# design 1

==> design_1/flops_by_reg.png <==
Bar = 20 µm.
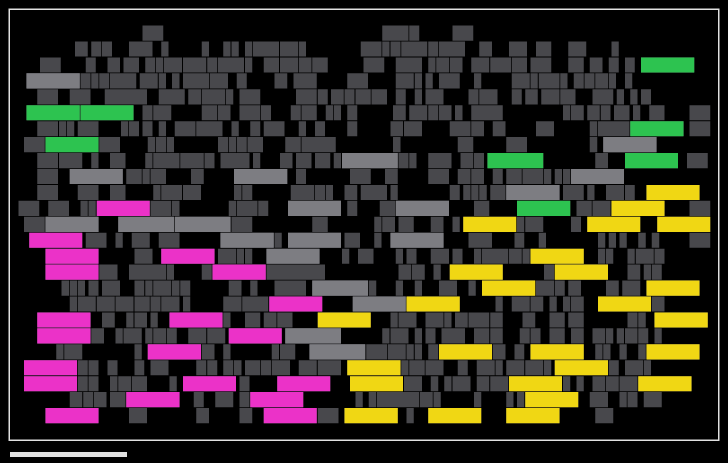

**src/rtl/encoder_pkg.sv**
```systemverilog
// Shared encodings and limits for the front-panel parameter controller.
// Also used by the display block to render defaults and bounds.
package encoder_pkg;

  typedef enum logic [1:0] {
    SEL_TB = 2'd0,
    SEL_VG = 2'd1,
    SEL_TL = 2'd2
  } sel_e;

  typedef enum logic [1:0] {
    ST_IDLE    = 2'd0,
    ST_PRESSED = 2'd1,
    ST_HELD    = 2'd2
  } press_st_e;

  localparam logic [3:0] TB_MAX  = 4'd15;
  localparam logic [3:0] TB_DEF  = 4'd8;
  localparam logic [2:0] VG_MAX  = 3'd7;
  localparam logic [2:0] VG_DEF  = 3'd3;
  localparam logic [7:0] TL_MAX  = 8'd255;
  localparam logic [7:0] TL_DEF  = 8'd128;
  localparam logic [7:0] TL_STEP = 8'd4;

  // 9-bit so that 255 + TL_STEP cannot wrap before the clamp.
  function automatic logic [8:0] sat_step(input logic [8:0] cur, input logic [8:0] step,
                                          input logic up, input logic [8:0] max_v);
    logic [8:0] r;
    if (up) r = ((cur + step) > max_v) ? max_v : (cur + step);
    else    r = (cur < step) ? 9'd0 : (cur - step);
    return r;
  endfunction

endpackage

```
**src/rtl/sw_debounce.sv**
```systemverilog
// Push-switch 2-FF synchroniser plus level debouncer (low = pressed).
// Debounced level flips 2 + DEB_CYCLES cycles after a clean edge; no backpressure.
module sw_debounce #(
  parameter int unsigned DEB_CYCLES = 1_000_000
) (
  input  logic clk_i,
  input  logic rst_i,
  input  logic sw_raw_i,
  output logic pressed_o,
  output logic sync_rel_o,
  output logic sync_vld_o
);

  localparam int CW = (DEB_CYCLES > 1) ? $clog2(DEB_CYCLES) : 1;
  localparam logic [CW-1:0] CNT_LAST = CW'(DEB_CYCLES - 1);

  logic [1:0]    sync_q;
  logic [1:0]    vld_q;
  logic          db_q, db_d;
  logic [CW-1:0] cnt_q, cnt_d;

  always_ff @(posedge clk_i or posedge rst_i) begin
    if (rst_i) begin
      sync_q <= 2'b11;
      vld_q  <= 2'b00;
      db_q   <= 1'b1;
      cnt_q  <= '0;
    end else begin
      sync_q <= {sync_q[0], sw_raw_i};
      vld_q  <= {vld_q[0], 1'b1};
      db_q   <= db_d;
      cnt_q  <= cnt_d;
    end
  end

  always_comb begin
    db_d  = db_q;
    cnt_d = '0;
    if (sync_q[1] != db_q) begin
      if (cnt_q == CNT_LAST) db_d = sync_q[1];
      else                   cnt_d = cnt_q + CW'(1);
    end
  end

  assign pressed_o  = ~db_q;
  assign sync_rel_o = sync_q[1];
  // The synchroniser reset value is not a real sample; flag when it has flushed.
  assign sync_vld_o = vld_q[1];

endmodule

```
**src/rtl/encoder_param_ctrl.sv**
```systemverilog
// Rotary-encoder parameter controller: saturating timebase/gain/trigger settings, press select/default.
// Rotation updates with 1-cycle latency and a one-cycle cfg_update strobe; no backpressure.
module encoder_param_ctrl
  import encoder_pkg::*;
#(
  parameter int unsigned DEB_CYCLES  = 1_000_000,
  parameter int unsigned LONG_CYCLES = 50_000_000
) (
  input  logic       sys_clk,
  input  logic       sys_rst,
  input  logic       enc_cw,
  input  logic       enc_ccw,
  input  logic       enc_sw,
  output logic [1:0] sel,
  output logic [3:0] tb_idx,
  output logic [2:0] vg_idx,
  output logic [7:0] trig_lvl,
  output logic       cfg_update,
  output logic [1:0] cfg_addr
);

  localparam int HW = (LONG_CYCLES > 1) ? $clog2(LONG_CYCLES) : 1;
  localparam logic [HW-1:0] HOLD_LAST = HW'(LONG_CYCLES - 1);

  logic          sw_pressed, sync_rel, sync_vld;
  press_st_e     state_q;
  logic [HW-1:0] hold_q;
  logic          armed_q;
  logic [1:0]    sel_q;
  logic [3:0]    tb_q;
  logic [2:0]    vg_q;
  logic [7:0]    trig_q;
  logic          upd_q;
  logic [1:0]    addr_q;

  logic          rot_up, rot_dn, rot_chg;
  logic [8:0]    cur_v, step_v, max_v, nxt_d;

  sw_debounce #(.DEB_CYCLES(DEB_CYCLES)) u_sw_debounce (
    .clk_i      (sys_clk),
    .rst_i      (sys_rst),
    .sw_raw_i   (enc_sw),
    .pressed_o  (sw_pressed),
    .sync_rel_o (sync_rel),
    .sync_vld_o (sync_vld)
  );

  assign rot_up = enc_cw & ~enc_ccw;
  assign rot_dn = enc_ccw & ~enc_cw;

  always_comb begin
    cur_v  = {1'b0, trig_q};
    step_v = {1'b0, TL_STEP};
    max_v  = {1'b0, TL_MAX};
    case (sel_q)
      SEL_TB: begin cur_v = {5'd0, tb_q}; step_v = 9'd1; max_v = {5'd0, TB_MAX}; end
      SEL_VG: begin cur_v = {6'd0, vg_q}; step_v = 9'd1; max_v = {6'd0, VG_MAX}; end
      default: ;
    endcase
    nxt_d   = sat_step(cur_v, step_v, rot_up, max_v);
    rot_chg = (rot_up | rot_dn) && (state_q == ST_IDLE) && !sw_pressed && (nxt_d != cur_v);
  end

  // A press held through reset must be seen released before it may start a new press.
  always_ff @(posedge sys_clk or posedge sys_rst) begin
    if (sys_rst) begin
      state_q <= ST_IDLE;
      hold_q  <= '0;
      armed_q <= 1'b0;
      sel_q   <= SEL_TB;
      tb_q    <= TB_DEF;
      vg_q    <= VG_DEF;
      trig_q  <= TL_DEF;
      upd_q   <= 1'b0;
      addr_q  <= SEL_TB;
    end else begin
      upd_q   <= 1'b0;
      armed_q <= armed_q | (sync_vld & sync_rel & ~sw_pressed);

      if (rot_chg) begin
        upd_q  <= 1'b1;
        addr_q <= sel_q;
        case (sel_q)
          SEL_TB:  tb_q   <= nxt_d[3:0];
          SEL_VG:  vg_q   <= nxt_d[2:0];
          default: trig_q <= nxt_d[7:0];
        endcase
      end

      case (state_q)
        ST_IDLE: begin
          if (armed_q && sw_pressed) begin
            hold_q  <= '0;
            state_q <= ST_PRESSED;
          end
        end
        ST_PRESSED: begin
          if (!sw_pressed) begin
            sel_q   <= (sel_q == SEL_TL) ? SEL_TB : (sel_q + 2'd1);
            state_q <= ST_IDLE;
          end else if (hold_q == HOLD_LAST) begin
            upd_q   <= 1'b1;
            addr_q  <= sel_q;
            case (sel_q)
              SEL_TB:  tb_q   <= TB_DEF;
              SEL_VG:  vg_q   <= VG_DEF;
              default: trig_q <= TL_DEF;
            endcase
            state_q <= ST_HELD;
          end else begin
            hold_q <= hold_q + HW'(1);
          end
        end
        ST_HELD: begin
          if (!sw_pressed) state_q <= ST_IDLE;
        end
        default: state_q <= ST_IDLE;
      endcase
    end
  end

  assign sel        = sel_q;
  assign tb_idx     = tb_q;
  assign vg_idx     = vg_q;
  assign trig_lvl   = trig_q;
  assign cfg_update = upd_q;
  assign cfg_addr   = addr_q;

endmodule

```
**config.mk**
```make
export PLATFORM = sky130hd
export DESIGN_NAME = encoder_param_ctrl
export DESIGN_NICKNAME = d
export VERILOG_FILES = /design/src/rtl/encoder_pkg.sv /design/src/rtl/sw_debounce.sv /design/src/rtl/encoder_param_ctrl.sv
export SDC_FILE = /design/constraint.sdc
export NUM_CORES = 1
export LEC_CHECK = 0
export CAP_MARGIN = 20
export CORE_ASPECT_RATIO = 0.6
export CORE_UTILIZATION = 55
export CTS_BUF_LIST = sky130_fd_sc_hd__clkbuf_4
export DETAILED_ROUTE_END_ITERATION = 6
export GPL_TIMING_DRIVEN = 0
export PLACE_DENSITY = 0.74
export SKIP_LAST_GASP = 1
export SLEW_MARGIN = 20
export SYNTH_ARGS = -nofsm -noshare
export SYNTH_HDL_FRONTEND = slang
export SYNTH_HIERARCHICAL = 1
export SYNTH_SLANG_ARGS = --single-unit
export TNS_END_PERCENT = 10
```
**constraint.sdc**
```tcl
create_clock -name sys_clk -period 9.5 [get_ports sys_clk]
set_input_delay 1.9 -clock sys_clk [delete_from_list [all_inputs] [get_ports sys_clk]]
set_output_delay 1.9 -clock sys_clk [all_outputs]
set_load 0.03 [all_outputs]
```
# design 2

$ cat config.mk
export PLATFORM = sky130hd
export DESIGN_NAME = bar_meter_ctrl
export DESIGN_NICKNAME = d
export VERILOG_FILES = /design/src/rtl/bar_meter_pkg.sv /design/src/rtl/level_bar_decode.sv /design/src/rtl/bar_meter_ctrl.sv
export SDC_FILE = /design/constraint.sdc
export NUM_CORES = 1
export LEC_CHECK = 0
export CAP_MARGIN = 10
export CORE_MARGIN = 4
export CORE_UTILIZATION = 45
export CTS_CLUSTER_SIZE = 12
export DETAILED_ROUTE_END_ITERATION = 7
export PLACE_DENSITY = 0.72
export SYNTH_ARGS = -nofsm -noshare
export SYNTH_HDL_FRONTEND = slang
export SYNTH_HIERARCHICAL = 1
export SYNTH_SLANG_ARGS = --single-unit
$ cat constraint.sdc
create_clock -name clk -period 3.06 [get_ports clk]
set_clock_uncertainty 0.05 [all_clocks]
set_input_delay 0.612 -clock clk [delete_from_list [all_inputs] [get_ports clk]]
set_output_delay 0.612 -clock clk [all_outputs]
set_load 0.01 [all_outputs]
$ cat src/rtl/bar_meter_pkg.sv
// Shared widths, FSM state type and counter sizing for the bar-graph peak meter.
package bar_meter_pkg;

  localparam int LEVEL_W = 3;
  localparam int BAR_W   = 7;

  typedef enum logic [1:0] {
    IDLE  = 2'd0,
    HOLD  = 2'd1,
    DECAY = 2'd2
  } meter_state_t;

  // Down-counter width for a reload of n-1; never narrower than one bit.
  function automatic int cnt_width(input int n);
    return (n <= 1) ? 1 : $clog2(n);
  endfunction

endpackage

$ cat src/rtl/level_bar_decode.sv
// Combinational decode of a level into a thermometer bar and a one-hot marker at bit level-1.
module level_bar_decode
  import bar_meter_pkg::*;
(
  input  logic [LEVEL_W-1:0] i_level,
  output logic [BAR_W-1:0]   o_bar,
  output logic [BAR_W-1:0]   o_marker
);

  always_comb begin
    o_bar    = '0;
    o_marker = '0;
    for (int i = 0; i < BAR_W; i++) begin
      o_bar[i]    = (i < int'(i_level));
      o_marker[i] = (int'(i_level) == i + 1);
    end
  end

endmodule

$ cat src/rtl/bar_meter_ctrl.sv
// Peak-hold controller: tracks the current level and a peak marker that holds,
// then decays one step at a time back to the level.
module bar_meter_ctrl
  import bar_meter_pkg::*;
#(
  parameter int HOLD_CYCLES  = 8,
  parameter int DECAY_CYCLES = 4
) (
  input  logic               clk,
  input  logic               reset,
  input  logic               clear,
  input  logic [LEVEL_W-1:0] sample,
  input  logic               sample_valid,
  output logic [LEVEL_W-1:0] level,
  output logic [LEVEL_W-1:0] peak,
  output logic [BAR_W-1:0]   bar,
  output logic [BAR_W-1:0]   peak_bar,
  output logic               holding
);

  localparam int HOLD_W  = cnt_width(HOLD_CYCLES);
  localparam int DECAY_W = cnt_width(DECAY_CYCLES);
  localparam logic [HOLD_W-1:0]  HOLD_RELOAD  = HOLD_W'(HOLD_CYCLES - 1);
  localparam logic [DECAY_W-1:0] DECAY_RELOAD = DECAY_W'(DECAY_CYCLES - 1);

  meter_state_t       r_state;
  logic [LEVEL_W-1:0] r_level;
  logic [LEVEL_W-1:0] r_peak;
  logic [HOLD_W-1:0]  r_hold_cnt;
  logic [DECAY_W-1:0] r_decay_cnt;

  meter_state_t       w_state_next;
  logic [LEVEL_W-1:0] w_level_next;
  logic [LEVEL_W-1:0] w_peak_next;
  logic [HOLD_W-1:0]  w_hold_next;
  logic [DECAY_W-1:0] w_decay_next;
  logic               w_trigger;
  logic               w_restart;
  logic               w_peak_reaches_level;
  logic [BAR_W-1:0]   w_level_marker_unused;
  logic [BAR_W-1:0]   w_peak_bar_unused;

  assign w_level_next = sample_valid ? sample : r_level;
  assign w_trigger    = sample_valid && (sample >= r_peak) && (sample != '0);
  // A lower sample only starts a hold from IDLE; in HOLD/DECAY the running timer is left alone.
  assign w_restart    = sample_valid && (sample < r_peak) && (r_state == IDLE);
  assign w_peak_reaches_level =
    ({1'b0, r_peak} <= ({1'b0, w_level_next} + (LEVEL_W + 1)'(1)));

  always_comb begin
    w_state_next = r_state;
    w_peak_next  = r_peak;
    w_hold_next  = r_hold_cnt;
    w_decay_next = r_decay_cnt;
    if (w_trigger) begin
      w_peak_next  = sample;
      w_state_next = HOLD;
      w_hold_next  = HOLD_RELOAD;
    end else if (w_restart) begin
      w_state_next = HOLD;
      w_hold_next  = HOLD_RELOAD;
    end else begin
      case (r_state)
        HOLD: begin
          if (r_hold_cnt == '0) begin
            w_state_next = DECAY;
            w_decay_next = DECAY_RELOAD;
          end else begin
            w_hold_next = r_hold_cnt - HOLD_W'(1);
          end
        end
        DECAY: begin
          if (r_decay_cnt == '0) begin
            if (w_peak_reaches_level) begin
              w_peak_next  = w_level_next;
              w_state_next = IDLE;
            end else begin
              w_peak_next  = r_peak - LEVEL_W'(1);
              w_decay_next = DECAY_RELOAD;
            end
          end else begin
            w_decay_next = r_decay_cnt - DECAY_W'(1);
          end
        end
        default: ;
      endcase
    end
  end

  always_ff @(posedge clk) begin
    if (reset || clear) begin
      r_state     <= IDLE;
      r_level     <= '0;
      r_peak      <= '0;
      r_hold_cnt  <= '0;
      r_decay_cnt <= '0;
    end else begin
      r_state     <= w_state_next;
      r_level     <= w_level_next;
      r_peak      <= w_peak_next;
      r_hold_cnt  <= w_hold_next;
      r_decay_cnt <= w_decay_next;
    end
  end

  assign level   = r_level;
  assign peak    = r_peak;
  assign holding = (r_state != IDLE);

  level_bar_decode u_level_decode (
    .i_level  (r_level),
    .o_bar    (bar),
    .o_marker (w_level_marker_unused)
  );

  level_bar_decode u_peak_decode (
    .i_level  (r_peak),
    .o_bar    (w_peak_bar_unused),
    .o_marker (peak_bar)
  );

endmodule

# design 3

$ cat src/rtl/cell_move_decoder.sv
// Registered move decoder: checks a requested cell against range and occupancy,
// then emits a one-hot write strobe. Optional move counter under MOVE_COUNT_EN.
module cell_move_decoder #(
   parameter int N_CELLS = 9,
   parameter int SEL_W   = 4
) (
   input  logic               clock,
   input  logic               reset_n,
   input  logic               clear,
   input  logic               move_valid,
   input  logic [SEL_W-1:0]   move_sel,
   output logic               move_ready,
   output logic [N_CELLS-1:0] en,
   output logic               player,
   output logic               ack,
   output logic               reject,
   output logic [1:0]         err_code,
   output logic [N_CELLS-1:0] occupied,
   output logic               board_full
`ifdef MOVE_COUNT_EN
  ,output logic [$clog2(N_CELLS+1)-1:0] move_count
`endif
);

   typedef enum logic [1:0] {IDLE, CHECK, RESULT} state_t;

   localparam logic [1:0] ERR_NONE  = 2'b00;
   localparam logic [1:0] ERR_RANGE = 2'b01;
   localparam logic [1:0] ERR_OCC   = 2'b10;

   state_t             state_q, state_d;
   logic [SEL_W-1:0]   sel_q, sel_d;
   logic [N_CELLS-1:0] en_q, en_d;
   logic [N_CELLS-1:0] occ_q, occ_d;
   logic               player_q, player_d;
   logic               ack_q, ack_d;
   logic               reject_q, reject_d;
   logic [1:0]         err_q, err_d;
   logic               full_q, full_d;
   logic [N_CELLS-1:0] onehot;

`ifdef MOVE_COUNT_EN
   localparam int CNT_W = $clog2(N_CELLS+1);
   logic [CNT_W-1:0] cnt_q, cnt_d;
`endif

   // An index at or beyond N_CELLS decodes to all-zero, which doubles as the range check.
   always_comb begin
      onehot = '0;
      for (int i = 0; i < N_CELLS; i++)
         if (sel_q == SEL_W'(i)) onehot[i] = 1'b1;
   end

   always_comb begin
      state_d  = state_q;
      sel_d    = sel_q;
      en_d     = '0;
      ack_d    = 1'b0;
      reject_d = 1'b0;
      err_d    = err_q;
      occ_d    = occ_q;
      player_d = player_q;
`ifdef MOVE_COUNT_EN
      cnt_d    = cnt_q;
`endif
      if (clear) begin
         state_d  = IDLE;
         occ_d    = '0;
         player_d = 1'b0;
         err_d    = ERR_NONE;
`ifdef MOVE_COUNT_EN
         cnt_d    = '0;
`endif
      end else begin
         case (state_q)
            IDLE: begin
               if (move_valid) begin
                  sel_d   = move_sel;
                  state_d = CHECK;
               end
            end
            CHECK: begin
               state_d = RESULT;
               if (onehot == '0) begin
                  reject_d = 1'b1;
                  err_d    = ERR_RANGE;
               end else if ((onehot & occ_q) != '0) begin
                  reject_d = 1'b1;
                  err_d    = ERR_OCC;
               end else begin
                  en_d     = onehot;
                  ack_d    = 1'b1;
                  err_d    = ERR_NONE;
                  occ_d    = occ_q | onehot;
                  player_d = ~player_q;
`ifdef MOVE_COUNT_EN
                  if (cnt_q != CNT_W'(N_CELLS)) cnt_d = cnt_q + 1'b1;
`endif
               end
            end
            RESULT:  state_d = IDLE;
            default: state_d = IDLE;
         endcase
      end
      full_d = &occ_d;
   end

   always_ff @(posedge clock or negedge reset_n) begin
      if (!reset_n) begin
         state_q  <= IDLE;
         sel_q    <= '0;
         en_q     <= '0;
         occ_q    <= '0;
         player_q <= 1'b0;
         ack_q    <= 1'b0;
         reject_q <= 1'b0;
         err_q    <= ERR_NONE;
         full_q   <= 1'b0;
`ifdef MOVE_COUNT_EN
         cnt_q    <= '0;
`endif
      end else begin
         state_q  <= state_d;
         sel_q    <= sel_d;
         en_q     <= en_d;
         occ_q    <= occ_d;
         player_q <= player_d;
         ack_q    <= ack_d;
         reject_q <= reject_d;
         err_q    <= err_d;
         full_q   <= full_d;
`ifdef MOVE_COUNT_EN
         cnt_q    <= cnt_d;
`endif
      end
   end

   assign move_ready = (state_q == IDLE) && !clear;
   assign en         = en_q;
   assign player     = player_q;
   assign ack        = ack_q;
   assign reject     = reject_q;
   assign err_code   = err_q;
   assign occupied   = occ_q;
   assign board_full = full_q;
`ifdef MOVE_COUNT_EN
   assign move_count = cnt_q;
`endif

endmodule

$ cat config.mk
export PLATFORM = sky130hd
export DESIGN_NAME = cell_move_decoder
export DESIGN_NICKNAME = d
export VERILOG_FILES = /design/src/rtl/cell_move_decoder.sv
export SDC_FILE = /design/constraint.sdc
export NUM_CORES = 1
export LEC_CHECK = 0
export CAP_MARGIN = 5
export CORE_UTILIZATION = 53
export DETAILED_ROUTE_END_ITERATION = 6
export GPL_ROUTABILITY_DRIVEN = 0
export HOLD_SLACK_MARGIN = 0.02
export PLACE_DENSITY_LB_ADDON = 0.05
export SETUP_SLACK_MARGIN = 0.4
export SLEW_MARGIN = 15
export SYNTH_ARGS = -nofsm -noshare
export SYNTH_HDL_FRONTEND = slang
export SYNTH_SLANG_ARGS = --single-unit
$ cat constraint.sdc
create_clock -name clock -period 5.35 [get_ports clock]
set_clock_uncertainty 0.15 [all_clocks]
set_input_delay 1.07 -clock clock [delete_from_list [all_inputs] [get_ports clock]]
set_output_delay 1.07 -clock clock [all_outputs]
set_load 0.02 [all_outputs]
# design 4

===== src/rtl/vend_ctrl_multi.sv =====
// vend_ctrl_multi
//   Parametrised vending-machine control core running on the debounced event
//   clock. Tracks credit, per-item stock and sticky reminder flags, and pays
//   back credit coin by coin through a valid/ready coin-return handshake.
//
// Ports
//   clk, rst_n       event clock, asynchronous active-low reset
//   coin_n           coin buttons, active-low (index 0 = smallest value)
//   buy_n            purchase buttons, active-low
//   refund_n         refund button, active-low
//   restock          active-high per-item refill to full scale
//   chg_ready        coin-return mechanism accepts the presented coin
//   credit           current credit in units of 0.1
//   stock            packed per-item stock counts (item 0 = LSBs)
//   vend_valid       one-cycle pulse, item vend_item released
//   vend_item        index of the vended item
//   chg_valid        return-coin request, chg_coin holds the denomination
//   coin_reject      one-cycle pulse, inserted coin returned unaccepted
//   remind_funds     sticky, insufficient credit for item i
//   remind_soldout   sticky, item i empty
//   remind_refund    sticky, refund completed (or nothing to refund)
//   busy             change is being paid out
module vend_ctrl_multi #(
  parameter int N_COINS    = 3,
  parameter int N_ITEMS    = 2,
  parameter int CW         = 10,
  parameter int MAX_CREDIT = 999,
  parameter logic [N_COINS*CW-1:0] COIN_VALUES = {10'd50, 10'd10, 10'd5},
  parameter logic [N_ITEMS*CW-1:0] PRICES      = {10'd25, 10'd15},
  parameter int STOCK_W    = 4,
  parameter int STOCK_INIT = 9
) (
  input  logic                                             clk,
  input  logic                                             rst_n,
  input  logic [N_COINS-1:0]                               coin_n,
  input  logic [N_ITEMS-1:0]                               buy_n,
  input  logic                                             refund_n,
  input  logic [N_ITEMS-1:0]                               restock,
  input  logic                                             chg_ready,
  output logic [CW-1:0]                                    credit,
  output logic [N_ITEMS*STOCK_W-1:0]                       stock,
  output logic                                             vend_valid,
  output logic [((N_ITEMS > 1) ? $clog2(N_ITEMS) : 1)-1:0] vend_item,
  output logic                                             chg_valid,
  output logic [((N_COINS > 1) ? $clog2(N_COINS) : 1)-1:0] chg_coin,
  output logic                                             coin_reject,
  output logic [N_ITEMS-1:0]                               remind_funds,
  output logic [N_ITEMS-1:0]                               remind_soldout,
  output logic                                             remind_refund,
  output logic                                             busy
);

  localparam int IW  = (N_ITEMS > 1) ? $clog2(N_ITEMS) : 1;
  localparam int CSW = (N_COINS > 1) ? $clog2(N_COINS) : 1;
  localparam logic [CW:0] MAX_EXT = (CW+1)'(MAX_CREDIT);

  typedef enum logic {
    S_IDLE,
    S_CHANGE
  } state_e;

  state_e              state_q, state_d;
  logic [CW-1:0]       credit_q, credit_d;
  logic [STOCK_W-1:0]  stock_q [N_ITEMS];
  logic [STOCK_W-1:0]  stock_d [N_ITEMS];
  logic [N_COINS-1:0]  coin_prev_q;
  logic [N_ITEMS-1:0]  buy_prev_q;
  logic                refund_prev_q;
  logic                vend_valid_q, vend_valid_d;
  logic [IW-1:0]       vend_item_q, vend_item_d;
  logic                chg_valid_q, chg_valid_d;
  logic [CSW-1:0]      chg_coin_q, chg_coin_d;
  logic                coin_reject_q, coin_reject_d;
  logic [N_ITEMS-1:0]  funds_q, funds_d;
  logic [N_ITEMS-1:0]  soldout_q, soldout_d;
  logic                rflag_q, rflag_d;

  logic [N_COINS-1:0]  coin_ev;
  logic [N_ITEMS-1:0]  buy_ev;
  logic                refund_ev;
  logic [N_COINS-1:0]  coin_gnt;
  logic [N_ITEMS-1:0]  buy_gnt;
  logic [CW-1:0]       coin_add;
  logic [CW:0]         sum_w;
  logic [CW-1:0]       chg_sub;

  // Largest denomination not exceeding c. Credit is always a multiple of
  // the smallest coin, so a nonzero credit always finds a coin.
  function automatic logic [CSW-1:0] select_coin(input logic [CW-1:0] c);
    logic [CSW-1:0] sel;
    sel = '0;
    for (int unsigned k = 0; k < N_COINS; k++) begin
      if (COIN_VALUES[k*CW +: CW] <= c) sel = CSW'(k);
    end
    return sel;
  endfunction

  // Press = released last cycle, pressed now.
  assign coin_ev   = coin_prev_q & ~coin_n;
  assign buy_ev    = buy_prev_q & ~buy_n;
  assign refund_ev = refund_prev_q & ~refund_n;

  // Highest coin index wins; lowest buy index wins (isolate lowest set bit).
  always_comb begin
    coin_gnt = '0;
    coin_add = '0;
    for (int unsigned k = 0; k < N_COINS; k++) begin
      if (coin_ev[k]) begin
        coin_gnt = '0;
        coin_gnt[k] = 1'b1;
        coin_add = COIN_VALUES[k*CW +: CW];
      end
    end
  end

  assign buy_gnt = buy_ev & (~buy_ev + 1'b1);
  assign sum_w   = {1'b0, credit_q} + {1'b0, coin_add};

  always_comb begin
    chg_sub = '0;
    for (int unsigned k = 0; k < N_COINS; k++) begin
      if (chg_coin_q == CSW'(k)) chg_sub = COIN_VALUES[k*CW +: CW];
    end
  end

  always_comb begin
    state_d       = state_q;
    credit_d      = credit_q;
    stock_d       = stock_q;
    vend_valid_d  = 1'b0;
    vend_item_d   = vend_item_q;
    chg_valid_d   = chg_valid_q;
    chg_coin_d    = chg_coin_q;
    coin_reject_d = 1'b0;
    funds_d       = funds_q;
    soldout_d     = soldout_q;
    rflag_d       = rflag_q;

    case (state_q)
      S_IDLE: begin
        if (refund_ev) begin
          if (credit_q == '0) begin
            rflag_d = 1'b1;
          end else begin
            state_d     = S_CHANGE;
            chg_valid_d = 1'b1;
            chg_coin_d  = select_coin(credit_q);
          end
        end else if (|coin_ev) begin
          if (sum_w > MAX_EXT) begin
            coin_reject_d = 1'b1;
          end else begin
            credit_d = sum_w[CW-1:0];
            rflag_d  = 1'b0;
            for (int unsigned i = 0; i < N_ITEMS; i++) begin
              if (credit_d >= PRICES[i*CW +: CW]) funds_d[i] = 1'b0;
            end
          end
        end else if (|buy_ev) begin
          for (int unsigned i = 0; i < N_ITEMS; i++) begin
            if (buy_gnt[i]) begin
              if (stock_q[i] == '0) begin
                soldout_d[i] = 1'b1;
              end else if (credit_q < PRICES[i*CW +: CW]) begin
                funds_d[i] = 1'b1;
              end else begin
                credit_d     = credit_q - PRICES[i*CW +: CW];
                stock_d[i]   = stock_q[i] - 1'b1;
                funds_d[i]   = 1'b0;
                vend_valid_d = 1'b1;
                vend_item_d  = IW'(i);
              end
            end
          end
        end
      end

      S_CHANGE: begin
        if (|coin_ev) coin_reject_d = 1'b1;
        if (chg_valid_q && chg_ready) begin
          credit_d = credit_q - chg_sub;
          if (credit_d == '0) begin
            chg_valid_d = 1'b0;
            rflag_d     = 1'b1;
            state_d     = S_IDLE;
          end else begin
            chg_coin_d = select_coin(credit_d);
          end
        end
      end

      default: state_d = S_IDLE;
    endcase

    // Applied last so a same-cycle vend still leaves the item full.
    for (int unsigned i = 0; i < N_ITEMS; i++) begin
      if (restock[i]) begin
        stock_d[i]   = '1;
        soldout_d[i] = 1'b0;
      end
    end
  end

  always_ff @(posedge clk or negedge rst_n) begin
    if (!rst_n) begin
      state_q       <= S_IDLE;
      credit_q      <= '0;
      for (int unsigned i = 0; i < N_ITEMS; i++) stock_q[i] <= STOCK_W'(STOCK_INIT);
      coin_prev_q   <= '1;
      buy_prev_q    <= '1;
      refund_prev_q <= 1'b1;
      vend_valid_q  <= 1'b0;
      vend_item_q   <= '0;
      chg_valid_q   <= 1'b0;
      chg_coin_q    <= '0;
      coin_reject_q <= 1'b0;
      funds_q       <= '0;
      soldout_q     <= '0;
      rflag_q       <= 1'b0;
    end else begin
      state_q       <= state_d;
      credit_q      <= credit_d;
      stock_q       <= stock_d;
      coin_prev_q   <= coin_n;
      buy_prev_q    <= buy_n;
      refund_prev_q <= refund_n;
      vend_valid_q  <= vend_valid_d;
      vend_item_q   <= vend_item_d;
      chg_valid_q   <= chg_valid_d;
      chg_coin_q    <= chg_coin_d;
      coin_reject_q <= coin_reject_d;
      funds_q       <= funds_d;
      soldout_q     <= soldout_d;
      rflag_q       <= rflag_d;
    end
  end

  always_comb begin
    stock = '0;
    for (int unsigned i = 0; i < N_ITEMS; i++) stock[i*STOCK_W +: STOCK_W] = stock_q[i];
  end

  assign credit         = credit_q;
  assign vend_valid     = vend_valid_q;
  assign vend_item      = vend_item_q;
  assign chg_valid      = chg_valid_q;
  assign chg_coin       = chg_coin_q;
  assign coin_reject    = coin_reject_q;
  assign remind_funds   = funds_q;
  assign remind_soldout = soldout_q;
  assign remind_refund  = rflag_q;
  assign busy           = (state_q == S_CHANGE);

endmodule


===== config.mk =====
export PLATFORM = sky130hd
export DESIGN_NAME = vend_ctrl_multi
export DESIGN_NICKNAME = d
export VERILOG_FILES = /design/src/rtl/vend_ctrl_multi.sv
export SDC_FILE = /design/constraint.sdc
export NUM_CORES = 1
export LEC_CHECK = 0
export CAP_MARGIN = 5
export CORE_MARGIN = 10
export CORE_UTILIZATION = 45
export CTS_CLUSTER_DIAMETER = 40
export DETAILED_ROUTE_END_ITERATION = 16
export GPL_TIMING_DRIVEN = 0
export PLACE_DENSITY_LB_ADDON = 0.08
export SYNTH_ARGS = -nofsm -noshare
export SYNTH_HDL_FRONTEND = slang
export SYNTH_SLANG_ARGS = --single-unit
export TNS_END_PERCENT = 100

===== constraint.sdc =====
create_clock -name clk -period 3.32 [get_ports clk]
set_clock_uncertainty 0.2 [all_clocks]
set_input_delay 0.498 -clock clk [delete_from_list [all_inputs] [get_ports clk]]
set_output_delay 0.498 -clock clk [all_outputs]
set_load 0.01 [all_outputs]

==> design_1/clk_routes.png <==
Bar = 20 µm.
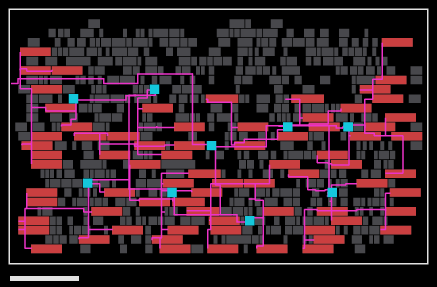
legend:
  cyan:
    item: clock drivers
    count: 9
  magenta:
    item: clock wires
    length: 930 µm
  red:
    item: flip-flops
    count: 74
routed clock nets: 10
worst skew pair latency: 0.43 ns
Post-Route Skew: 0.00910 ns
Power Clock: 163 µW
clock share of power: 28.8%

## Picture notes: design_1/flops_by_reg.png
legend:
  green:
    signal: trig_lvl
    flops: 8
  yellow:
    signal: hold_q
    flops: 26
  magenta:
    signal: u_sw_debounce/cnt_q
    flops: 20
flop share of the area: 36.0%
sequential power: 324 µW
final core utilization: 64.4%
FF/Latch Area: 1860 µm²

==> impl_metrics.tcl, design 1 <==
# flow metrics
set metrics [dict create \
    taps 108 \
    area_leaders "dfrtp_1 36%, nor2_1 5.2%, xor2_1 4.5%" \
    design.seq.count 74 \
    use_met2_pct 40.2 \
    fill_cells 713 \
    dr_wl_met3_um 1420 \
    synthToLayoutAreaGrowth_pct 11.0 \
    crit_type "reg2reg" \
    placed_area_um2 5060 \
    tool_warnings 27 \
    nets 566 \
    gr-total-overflow 0 \
    design_area_um2 5170 \
    max_cap_violations 0 \
    h-tree-depth 3 \
    crit_path_start "sel[1]$_DFFE_PP0P_" \
    cts.sinks 74 \
    fp.dieW_um 121 \
    leakage_uw 0.00223 \
    route.detailed.drc 0 \
    cp_max_fo 10 \
    core-area_um2 8040 \
    async_reset_ff_share_pct 100 \
    synthTopLogicFamily "simple AND/OR/NAND/NOR gates" \
    yosys_warnings 6 \
    status "completed" \
    final_layout_size_suffix_gt1_share_pct 10.3 \
    logic_area_um2 2650 \
    worst-r2r-setup-slack_ns 2.84 \
]
-- design 1: layout by cell type, fill, tap and decap left out, types with 4 or more instances in the layout --
cell type	count
and4_1	5
mux2i_1	16
nand2_1	53
nand2b_1	4
nand4_1	10
a21oi_1	22
clkbuf_4	11
clkdlybuf4s50_1	24
nor2b_1	6
o21ai_0	18
and3_1	12
nor3_1	9
xor2_1	24
o21bai_1	5
dfrtp_1	67
nor2_1	64
or3_1	10
or4_1	6
mux2_2	6
inv_1	14
dfstp_2	7
o31ai_1	7
a31oi_1	4
or2_2	4
clkbuf_1	7
nand3_1	23
nor4_1	8
ha_1	12
buf_2	9
xnor2_1	18
-- design 1: critical path, delay by kind of cell, from the launching register on --
| family | cells | cell delay (ns) |
|---|---|---|
| xor gates and xnor gates | 1 | 0.24 |
| and+or+nand+nor | 4 | 1.69 |
| DFF | 1 | 0.38 |
| AOI/OAI and AO/OA | 7 | 1.69 |
| adders and majority gates | 3 | 0.84 |
| buffers and inverters | 6 | 1.71 |
-- design 1: per-stage QoR --
step	power, µW	setup slack (ns)
2_1_floorplan	380	4.16
3_3_place_gp	402	3.23
3_5_place_dp	405	3.18
4_1_cts	566	3.14
5_1_grt	587	2.62
6_report	566	2.84
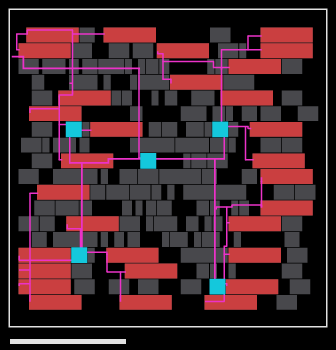
(design_3/clk_routes.png)
Bar = 20 µm.
legend:
  cyan:
    item: clock drivers
    count: 5
  magenta:
    item: clock wires
    length: 327 µm
  red:
    item: flip-flops
    count: 30
routed clock nets: 6
clock share of power: 28.3%
worst skew pair latency: 0.32 ns

==> impl_metrics.tcl, design 3 <==
# flow metrics
set metrics [dict create \
    switchingPower_uw 144 \
    fp.dieW_um 54.6 \
    antenna_cells 0 \
    cp_num_cells 3 \
    antenna_found_initial 0 \
    tool_warnings 26 \
    cts.sinks 30 \
    h-tree-depth 2 \
    layout.cells.non_filler 187 \
    cts_buffers 5 \
    cp_top_family "buffers and inverters" \
    tightest_slew_ns 0.458 \
    design_area_um2 1840 \
    synthTopLogicFamily "simple AND/OR/NAND/NOR gates" \
    synth.distinct_cells 41 \
    sh_comb_area_pct 34.1 \
    status "completed" \
    crit_path_start "clear" \
    top_area_cell "dfrtp_1" \
    buf_share_pct 17.8 \
    ys_seq_share_pct 51.1 \
    rows 18 \
    met3_usage_pct 6.94 \
    grtUsageMet1_pct 27.9 \
    drt_iter0_drc 19 \
    post_cts_buffers 0 \
    p_total_uw 484 \
    hold_path_depth 2 \
    syn_nets 131 \
    syn_area_um2 1470 \
    avgSynthCellArea_um2 11.9 \
    placed_area_um2 1780 \
    netlist_instances 123 \
    fin_ws_ns 1.48 \
    postCtsResizedCells 0 \
    critPathMaxStageDelay_ns 0.66 \
    clk_share_pct 3.27 \
    top_area_share_pct 51.1 \
    power_leader "sequential cells" \
    area_dominant_class "registers" \
    grt_busiest_layer "met2" \
    grt_max_degree 31 \
    clkSlewWorstSetupHoldPaths_ns 0.09 \
    portBuffers 32 \
]
[design 3: cell usage in the layout, fill, tap and decap left out, drive strengths merged]
| cell type | Yosys | final |
|---|---|---|
| a2111oi | 1 | 1 |
| a211oi | 3 | 3 |
| a21o | 4 | 4 |
| a21oi | 2 | 2 |
| a32oi | 3 | 3 |
| a41o | 1 | 1 |
| and2 | 1 | 1 |
| and2b | 1 | 1 |
| and3 | 1 | 1 |
| buf | 5 | 1 |
| clkbuf | 2 | 7 |
| clkdlybuf4s50 | 0 | 32 |
| clkinv | 0 | 1 |
| dfrtp | 30 | 30 |
| inv | 9 | 9 |
| mux2 | 6 | 6 |
| mux2i | 3 | 3 |
| nand2 | 8 | 8 |
| nand2b | 1 | 1 |
| nand3 | 3 | 3 |
| nand3b | 3 | 3 |
| nor2 | 9 | 9 |
| nor2b | 3 | 3 |
| nor3 | 6 | 6 |
| nor4 | 3 | 3 |
| nor4b | 1 | 1 |
| o21ai | 2 | 2 |
| o221ai | 1 | 1 |
| o22ai | 3 | 3 |
| o32ai | 1 | 1 |
| o41ai | 1 | 1 |
| or2 | 2 | 2 |
| or2b | 2 | 2 |
| or3 | 2 | 2 |
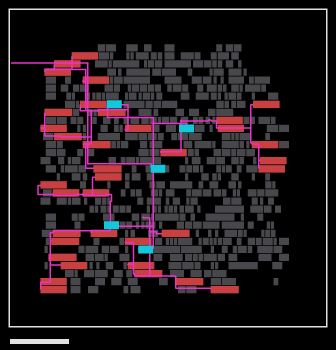
(design_4/clk_routes.png)
Bar = 20 µm.
legend:
  magenta:
    item: clock wires
    length: 553 µm
  cyan:
    item: clock drivers
    count: 5
  red:
    item: flip-flops
    count: 36
routed clock nets: 6
Power Clock: 326 µW
worst skew pair latency: 0.30 ns
clock share of power: 7.5%

==> impl_metrics.tcl, design 4 <==
# flow metrics
set metrics [dict create \
    status "finished with violations" \
    violations "setup timing" \
    synthTopLogicFamily "AND-OR/OR-AND gates" \
    yosysMostFrequentCell "nor2_1" \
    design_area_um2 4460 \
    rsz0062_at_grt "yes" \
    fmax_mhz 295 \
    routed-via-count 3471 \
    ff_type "dfrtp_1" \
    crit_end "credit[3]$_DFFE_PN0P_" \
    synth-area-yosys_um2 3380 \
    min_period_ns 3.39 \
    synth-edff-count 0 \
    crit_arrival_ns 3.38 \
    fin_ws_ns -0.0723 \
    synthToLayoutAreaGrowth_pct 32.0 \
    setup-violations-final 5 \
    grt_pass1_vias 3402 \
    ys_seq_share_pct 27.1 \
    avgSynthCellArea_um2 8.21 \
    ys.flops 36 \
    die-area_um2 11400 \
    max-slew-margin-rel_pct 42.0 \
    aoi_share_pct 27.9 \
    placed_area_um2 3910 \
    lay_top_count "nor2_1" \
]
## design 4: final cells by class
cell class / instances / area (µm²)
fillers: 666 / 2840
multi-input cells: 334 / 2560
flip-flops and latches: 36 / 916
repair buffers: 64 / 584
well taps: 99 / 124
inverters: 23 / 93.8
plain buffers: 18 / 91.3
clock buffers: 6 / 72.6
clock inverters: 2 / 16.3
## design 4: per-layer routing
metal / up-vias / track usage [%] / share of wire [%]
li1: 1655 / - / -
met1: 1661 / 24.6 / 45
met2: 141 / 29.3 / 47
met3: 14 / 4.19 / 7.0
met4: 0 / 4.93 / 1.3
met5: - / 0 / 0
## design 4: state kept, by name, indices dropped and copies added (netlist names)
name	count
credit	10
stock	8
coin_prev_q	3
buy_prev_q	2
chg_coin	2
remind_funds	2
remind_soldout	2
busy	1
chg_valid	1
coin_reject	1
refund_prev_q	1
remind_refund	1
vend_item	1
vend_valid	1
## design 4: what timing repair did
item | 4_1_cts | 5_1_grt
gates cloned | 0 | 0
buffers inserted | 15 | 9
pin swaps | 13 | 22
setup endpoints to repair | 16 | 15
gates resized | 27 | 32
## design 4: report_power, final
part	leakage, µW	internal, µW	switching [µW]
logic	0.00135	1470	1860
registers	0.000400	544	135
clock network	0.0000414	149	176
==> design_2/clk_routes.png <==
Bar = 20 µm.
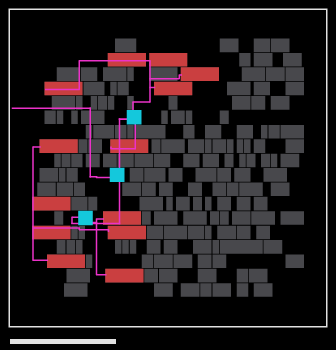
legend:
  red:
    item: flip-flops
    count: 13
  cyan:
    item: clock drivers
    count: 3
  magenta:
    item: clock wires
    length: 181 µm
routed clock nets: 4
clock share of power: 23.4%
Power Clock: 106 µW
worst skew pair latency: 0.28 ns

==> impl_metrics.tcl, design 2 <==
# flow metrics
set metrics [dict create \
    crit_path_start "sample[0]" \
    clk_path_buf_depth 2 \
    post_drt_via_cell_ratio 5.35 \
    netlist_instances 142 \
    routed-via-count 1096 \
    switchingPower_uw 143 \
    place_congestion 0.874 \
    cts_tree "done" \
    drtPass1Iterations 4 \
    max-slew-margin-rel_pct 72.9 \
    lay_top_cells "25 x clkdlybuf4s50_1, 15 x inv_1, 14 x ha_1" \
    post_cts_buffers 0 \
    cp_max_fo 6 \
    antenna_found_initial 0 \
    wl_um 2760 \
    portBuffers 27 \
    grt_pass1_wl_um 4370 \
    cts.sinks 13 \
    fp.dieW_um 59.7 \
    crit_type "in2reg" \
    slowest_stage "clkdlybuf4s50_1" \
    power_leader "sequential cells" \
    cts_buffers 3 \
    initCoreUtil_pct 47.7 \
    highest_layer "met4" \
    post_drt_wl_per_cell_um 13.5 \
    p_comb_share_pct 35.6 \
    grt_use_total_pct 15.7 \
    dp_slack_ns -0.270 \
    grt_busiest_layer "met2" \
    end_kind "flop" \
    setup-violations-final 0 \
    use_met2_pct 27.3 \
    status "completed" \
    grtUsageMet1_pct 19.5 \
    nets 197 \
    min_period_over_period_pct 95.1 \
    switching_share_pct 31.8 \
    finalMaxSlewViolations 0 \
    core-area_um2 2520 \
]
==> design 2: metrics by stage <==
step / std cells / power (µW) / hold slack (ns) / area, µm² / TNS, ns
after floorplan: 142 / 288 / 0.411 / 1200 / 0
after global placement: 199 / 337 / 0.433 / 1510 / -1.12
after detailed placement: 199 / 343 / 0.466 / 1510 / -1.61
after CTS: 203 / 449 / 0.480 / 1530 / 0
after global routing: 205 / 484 / 0.510 / 1570 / -0.0223
final: 205 / 452 / 0.467 / 1570 / 0
==> design 2: state kept, by name, summed over array words and instances (netlist names) <==
name,flops
r_decay_cnt,2
r_hold_cnt,3
peak,3
level,3
r_state,2
==> design 2: worst reg2reg max path, cell delays in order (launching register included) <==
cell	delay, ns
dfxtp_1	0.38
mux2i_1	0.19
inv_1	0.09
ha_1	0.28
inv_1	0.04
ha_1	0.27
nor2b_2	0.15
o21a_1	0.21
o21ai_4	0.23
o21ai_2	0.10
o2111a_1	0.16
o221a_2	0.27
==> design 2: final cells by class <==
class,count,share of cell area (%)
inverter,15,3.59
tap,30,2.40
timing repair buffer,39,23.6
sequential,13,16.6
clock buffer,4,1.68
multi-input combinational,104,52.2

==> notes/layouts.md <==
Pictures saved along the way, in no particular order.

Sequential cells grouped by signal name.
Bar = 20 µm.
(a)
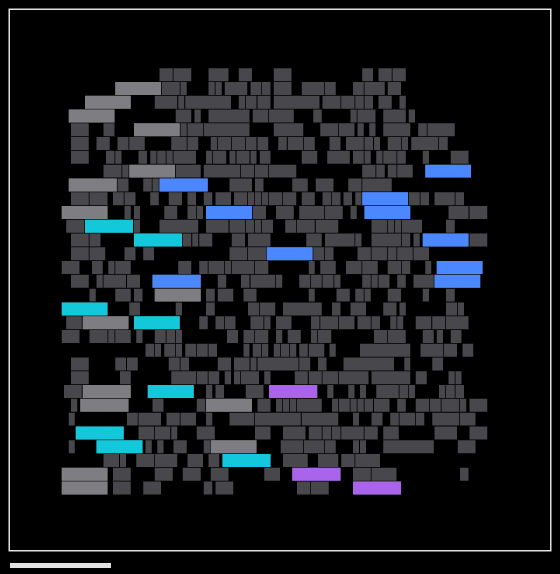
(b)
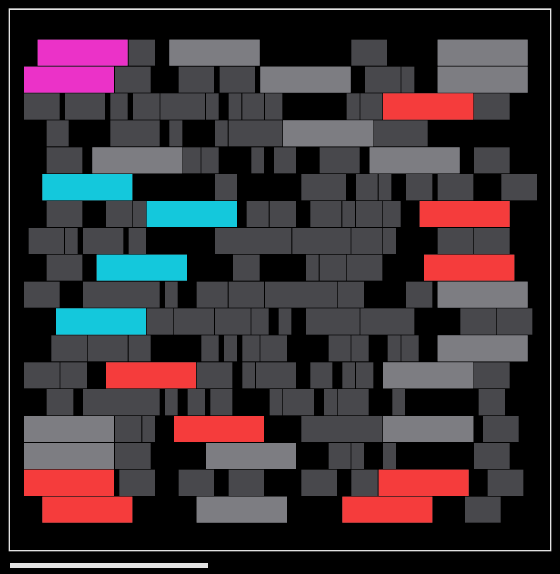
(c)
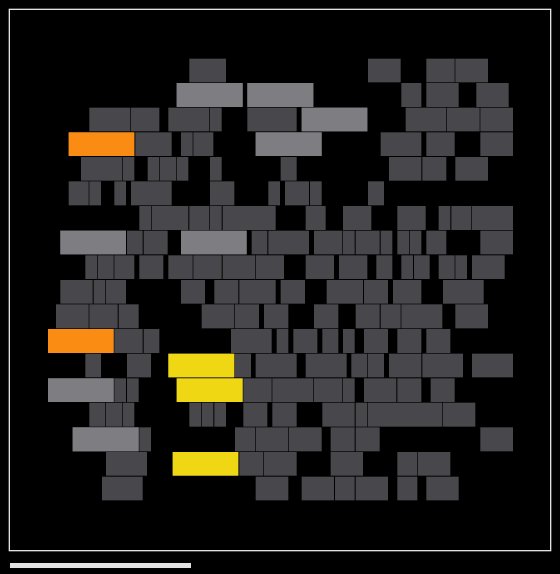
The one with the most cells is (a).
| picture | from |
|---|---|
| (a) | design 4 |
| (c) | design 2 |
| (b) | design 3 |

Key to (a):
legend:
  purple:
    signal: coin_prev_q
    flops: 3
  cyan:
    signal: stock
    flops: 8
  blue:
    signal: credit
    flops: 10



==> screenshots <==
Placed cells, one colour a class.
Fill, decap, tap and diode cells in grey.
picture 1
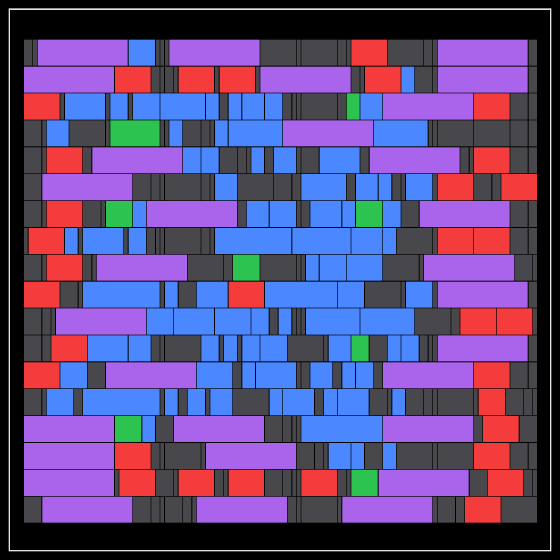
picture 2
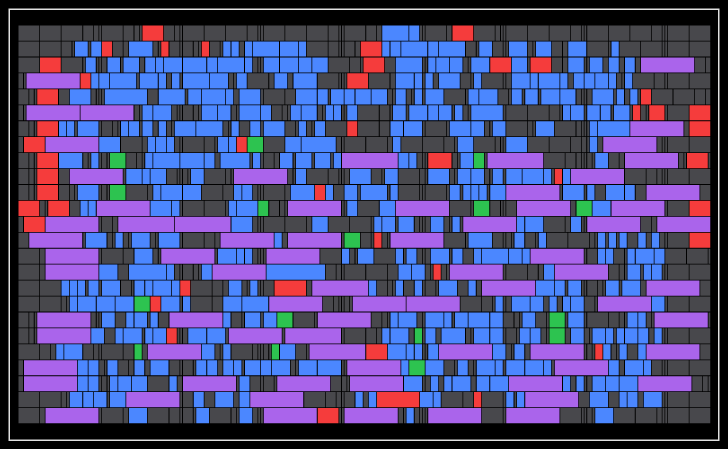
picture 3
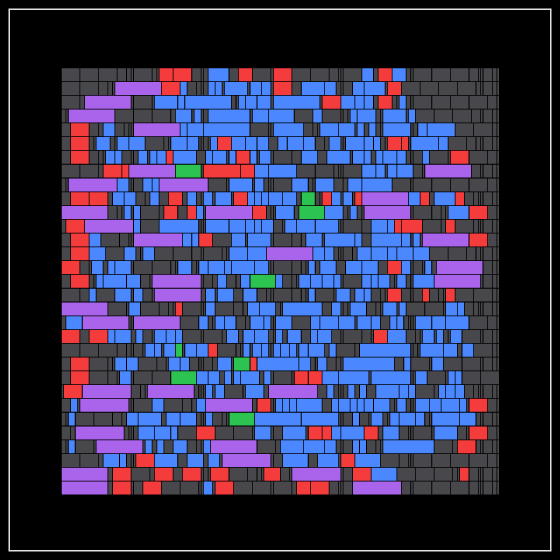
picture 4
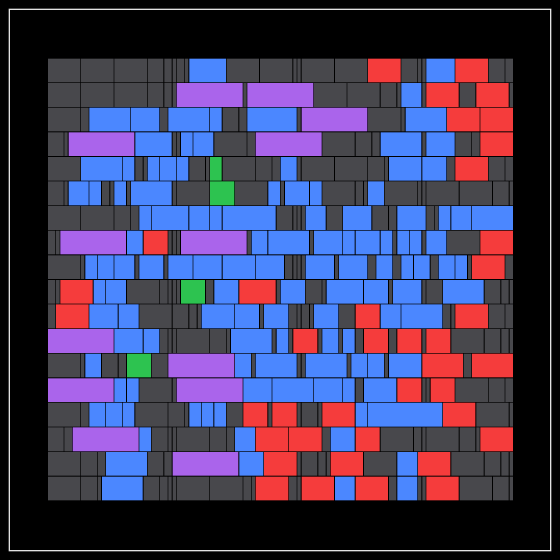
picture 4: design 2
picture 1: design 3
picture 3: design 4
picture 2: design 1
- fewest sequential cells: picture 4
- most sequential cells: picture 2

Power and IR drop assume default switching activity.
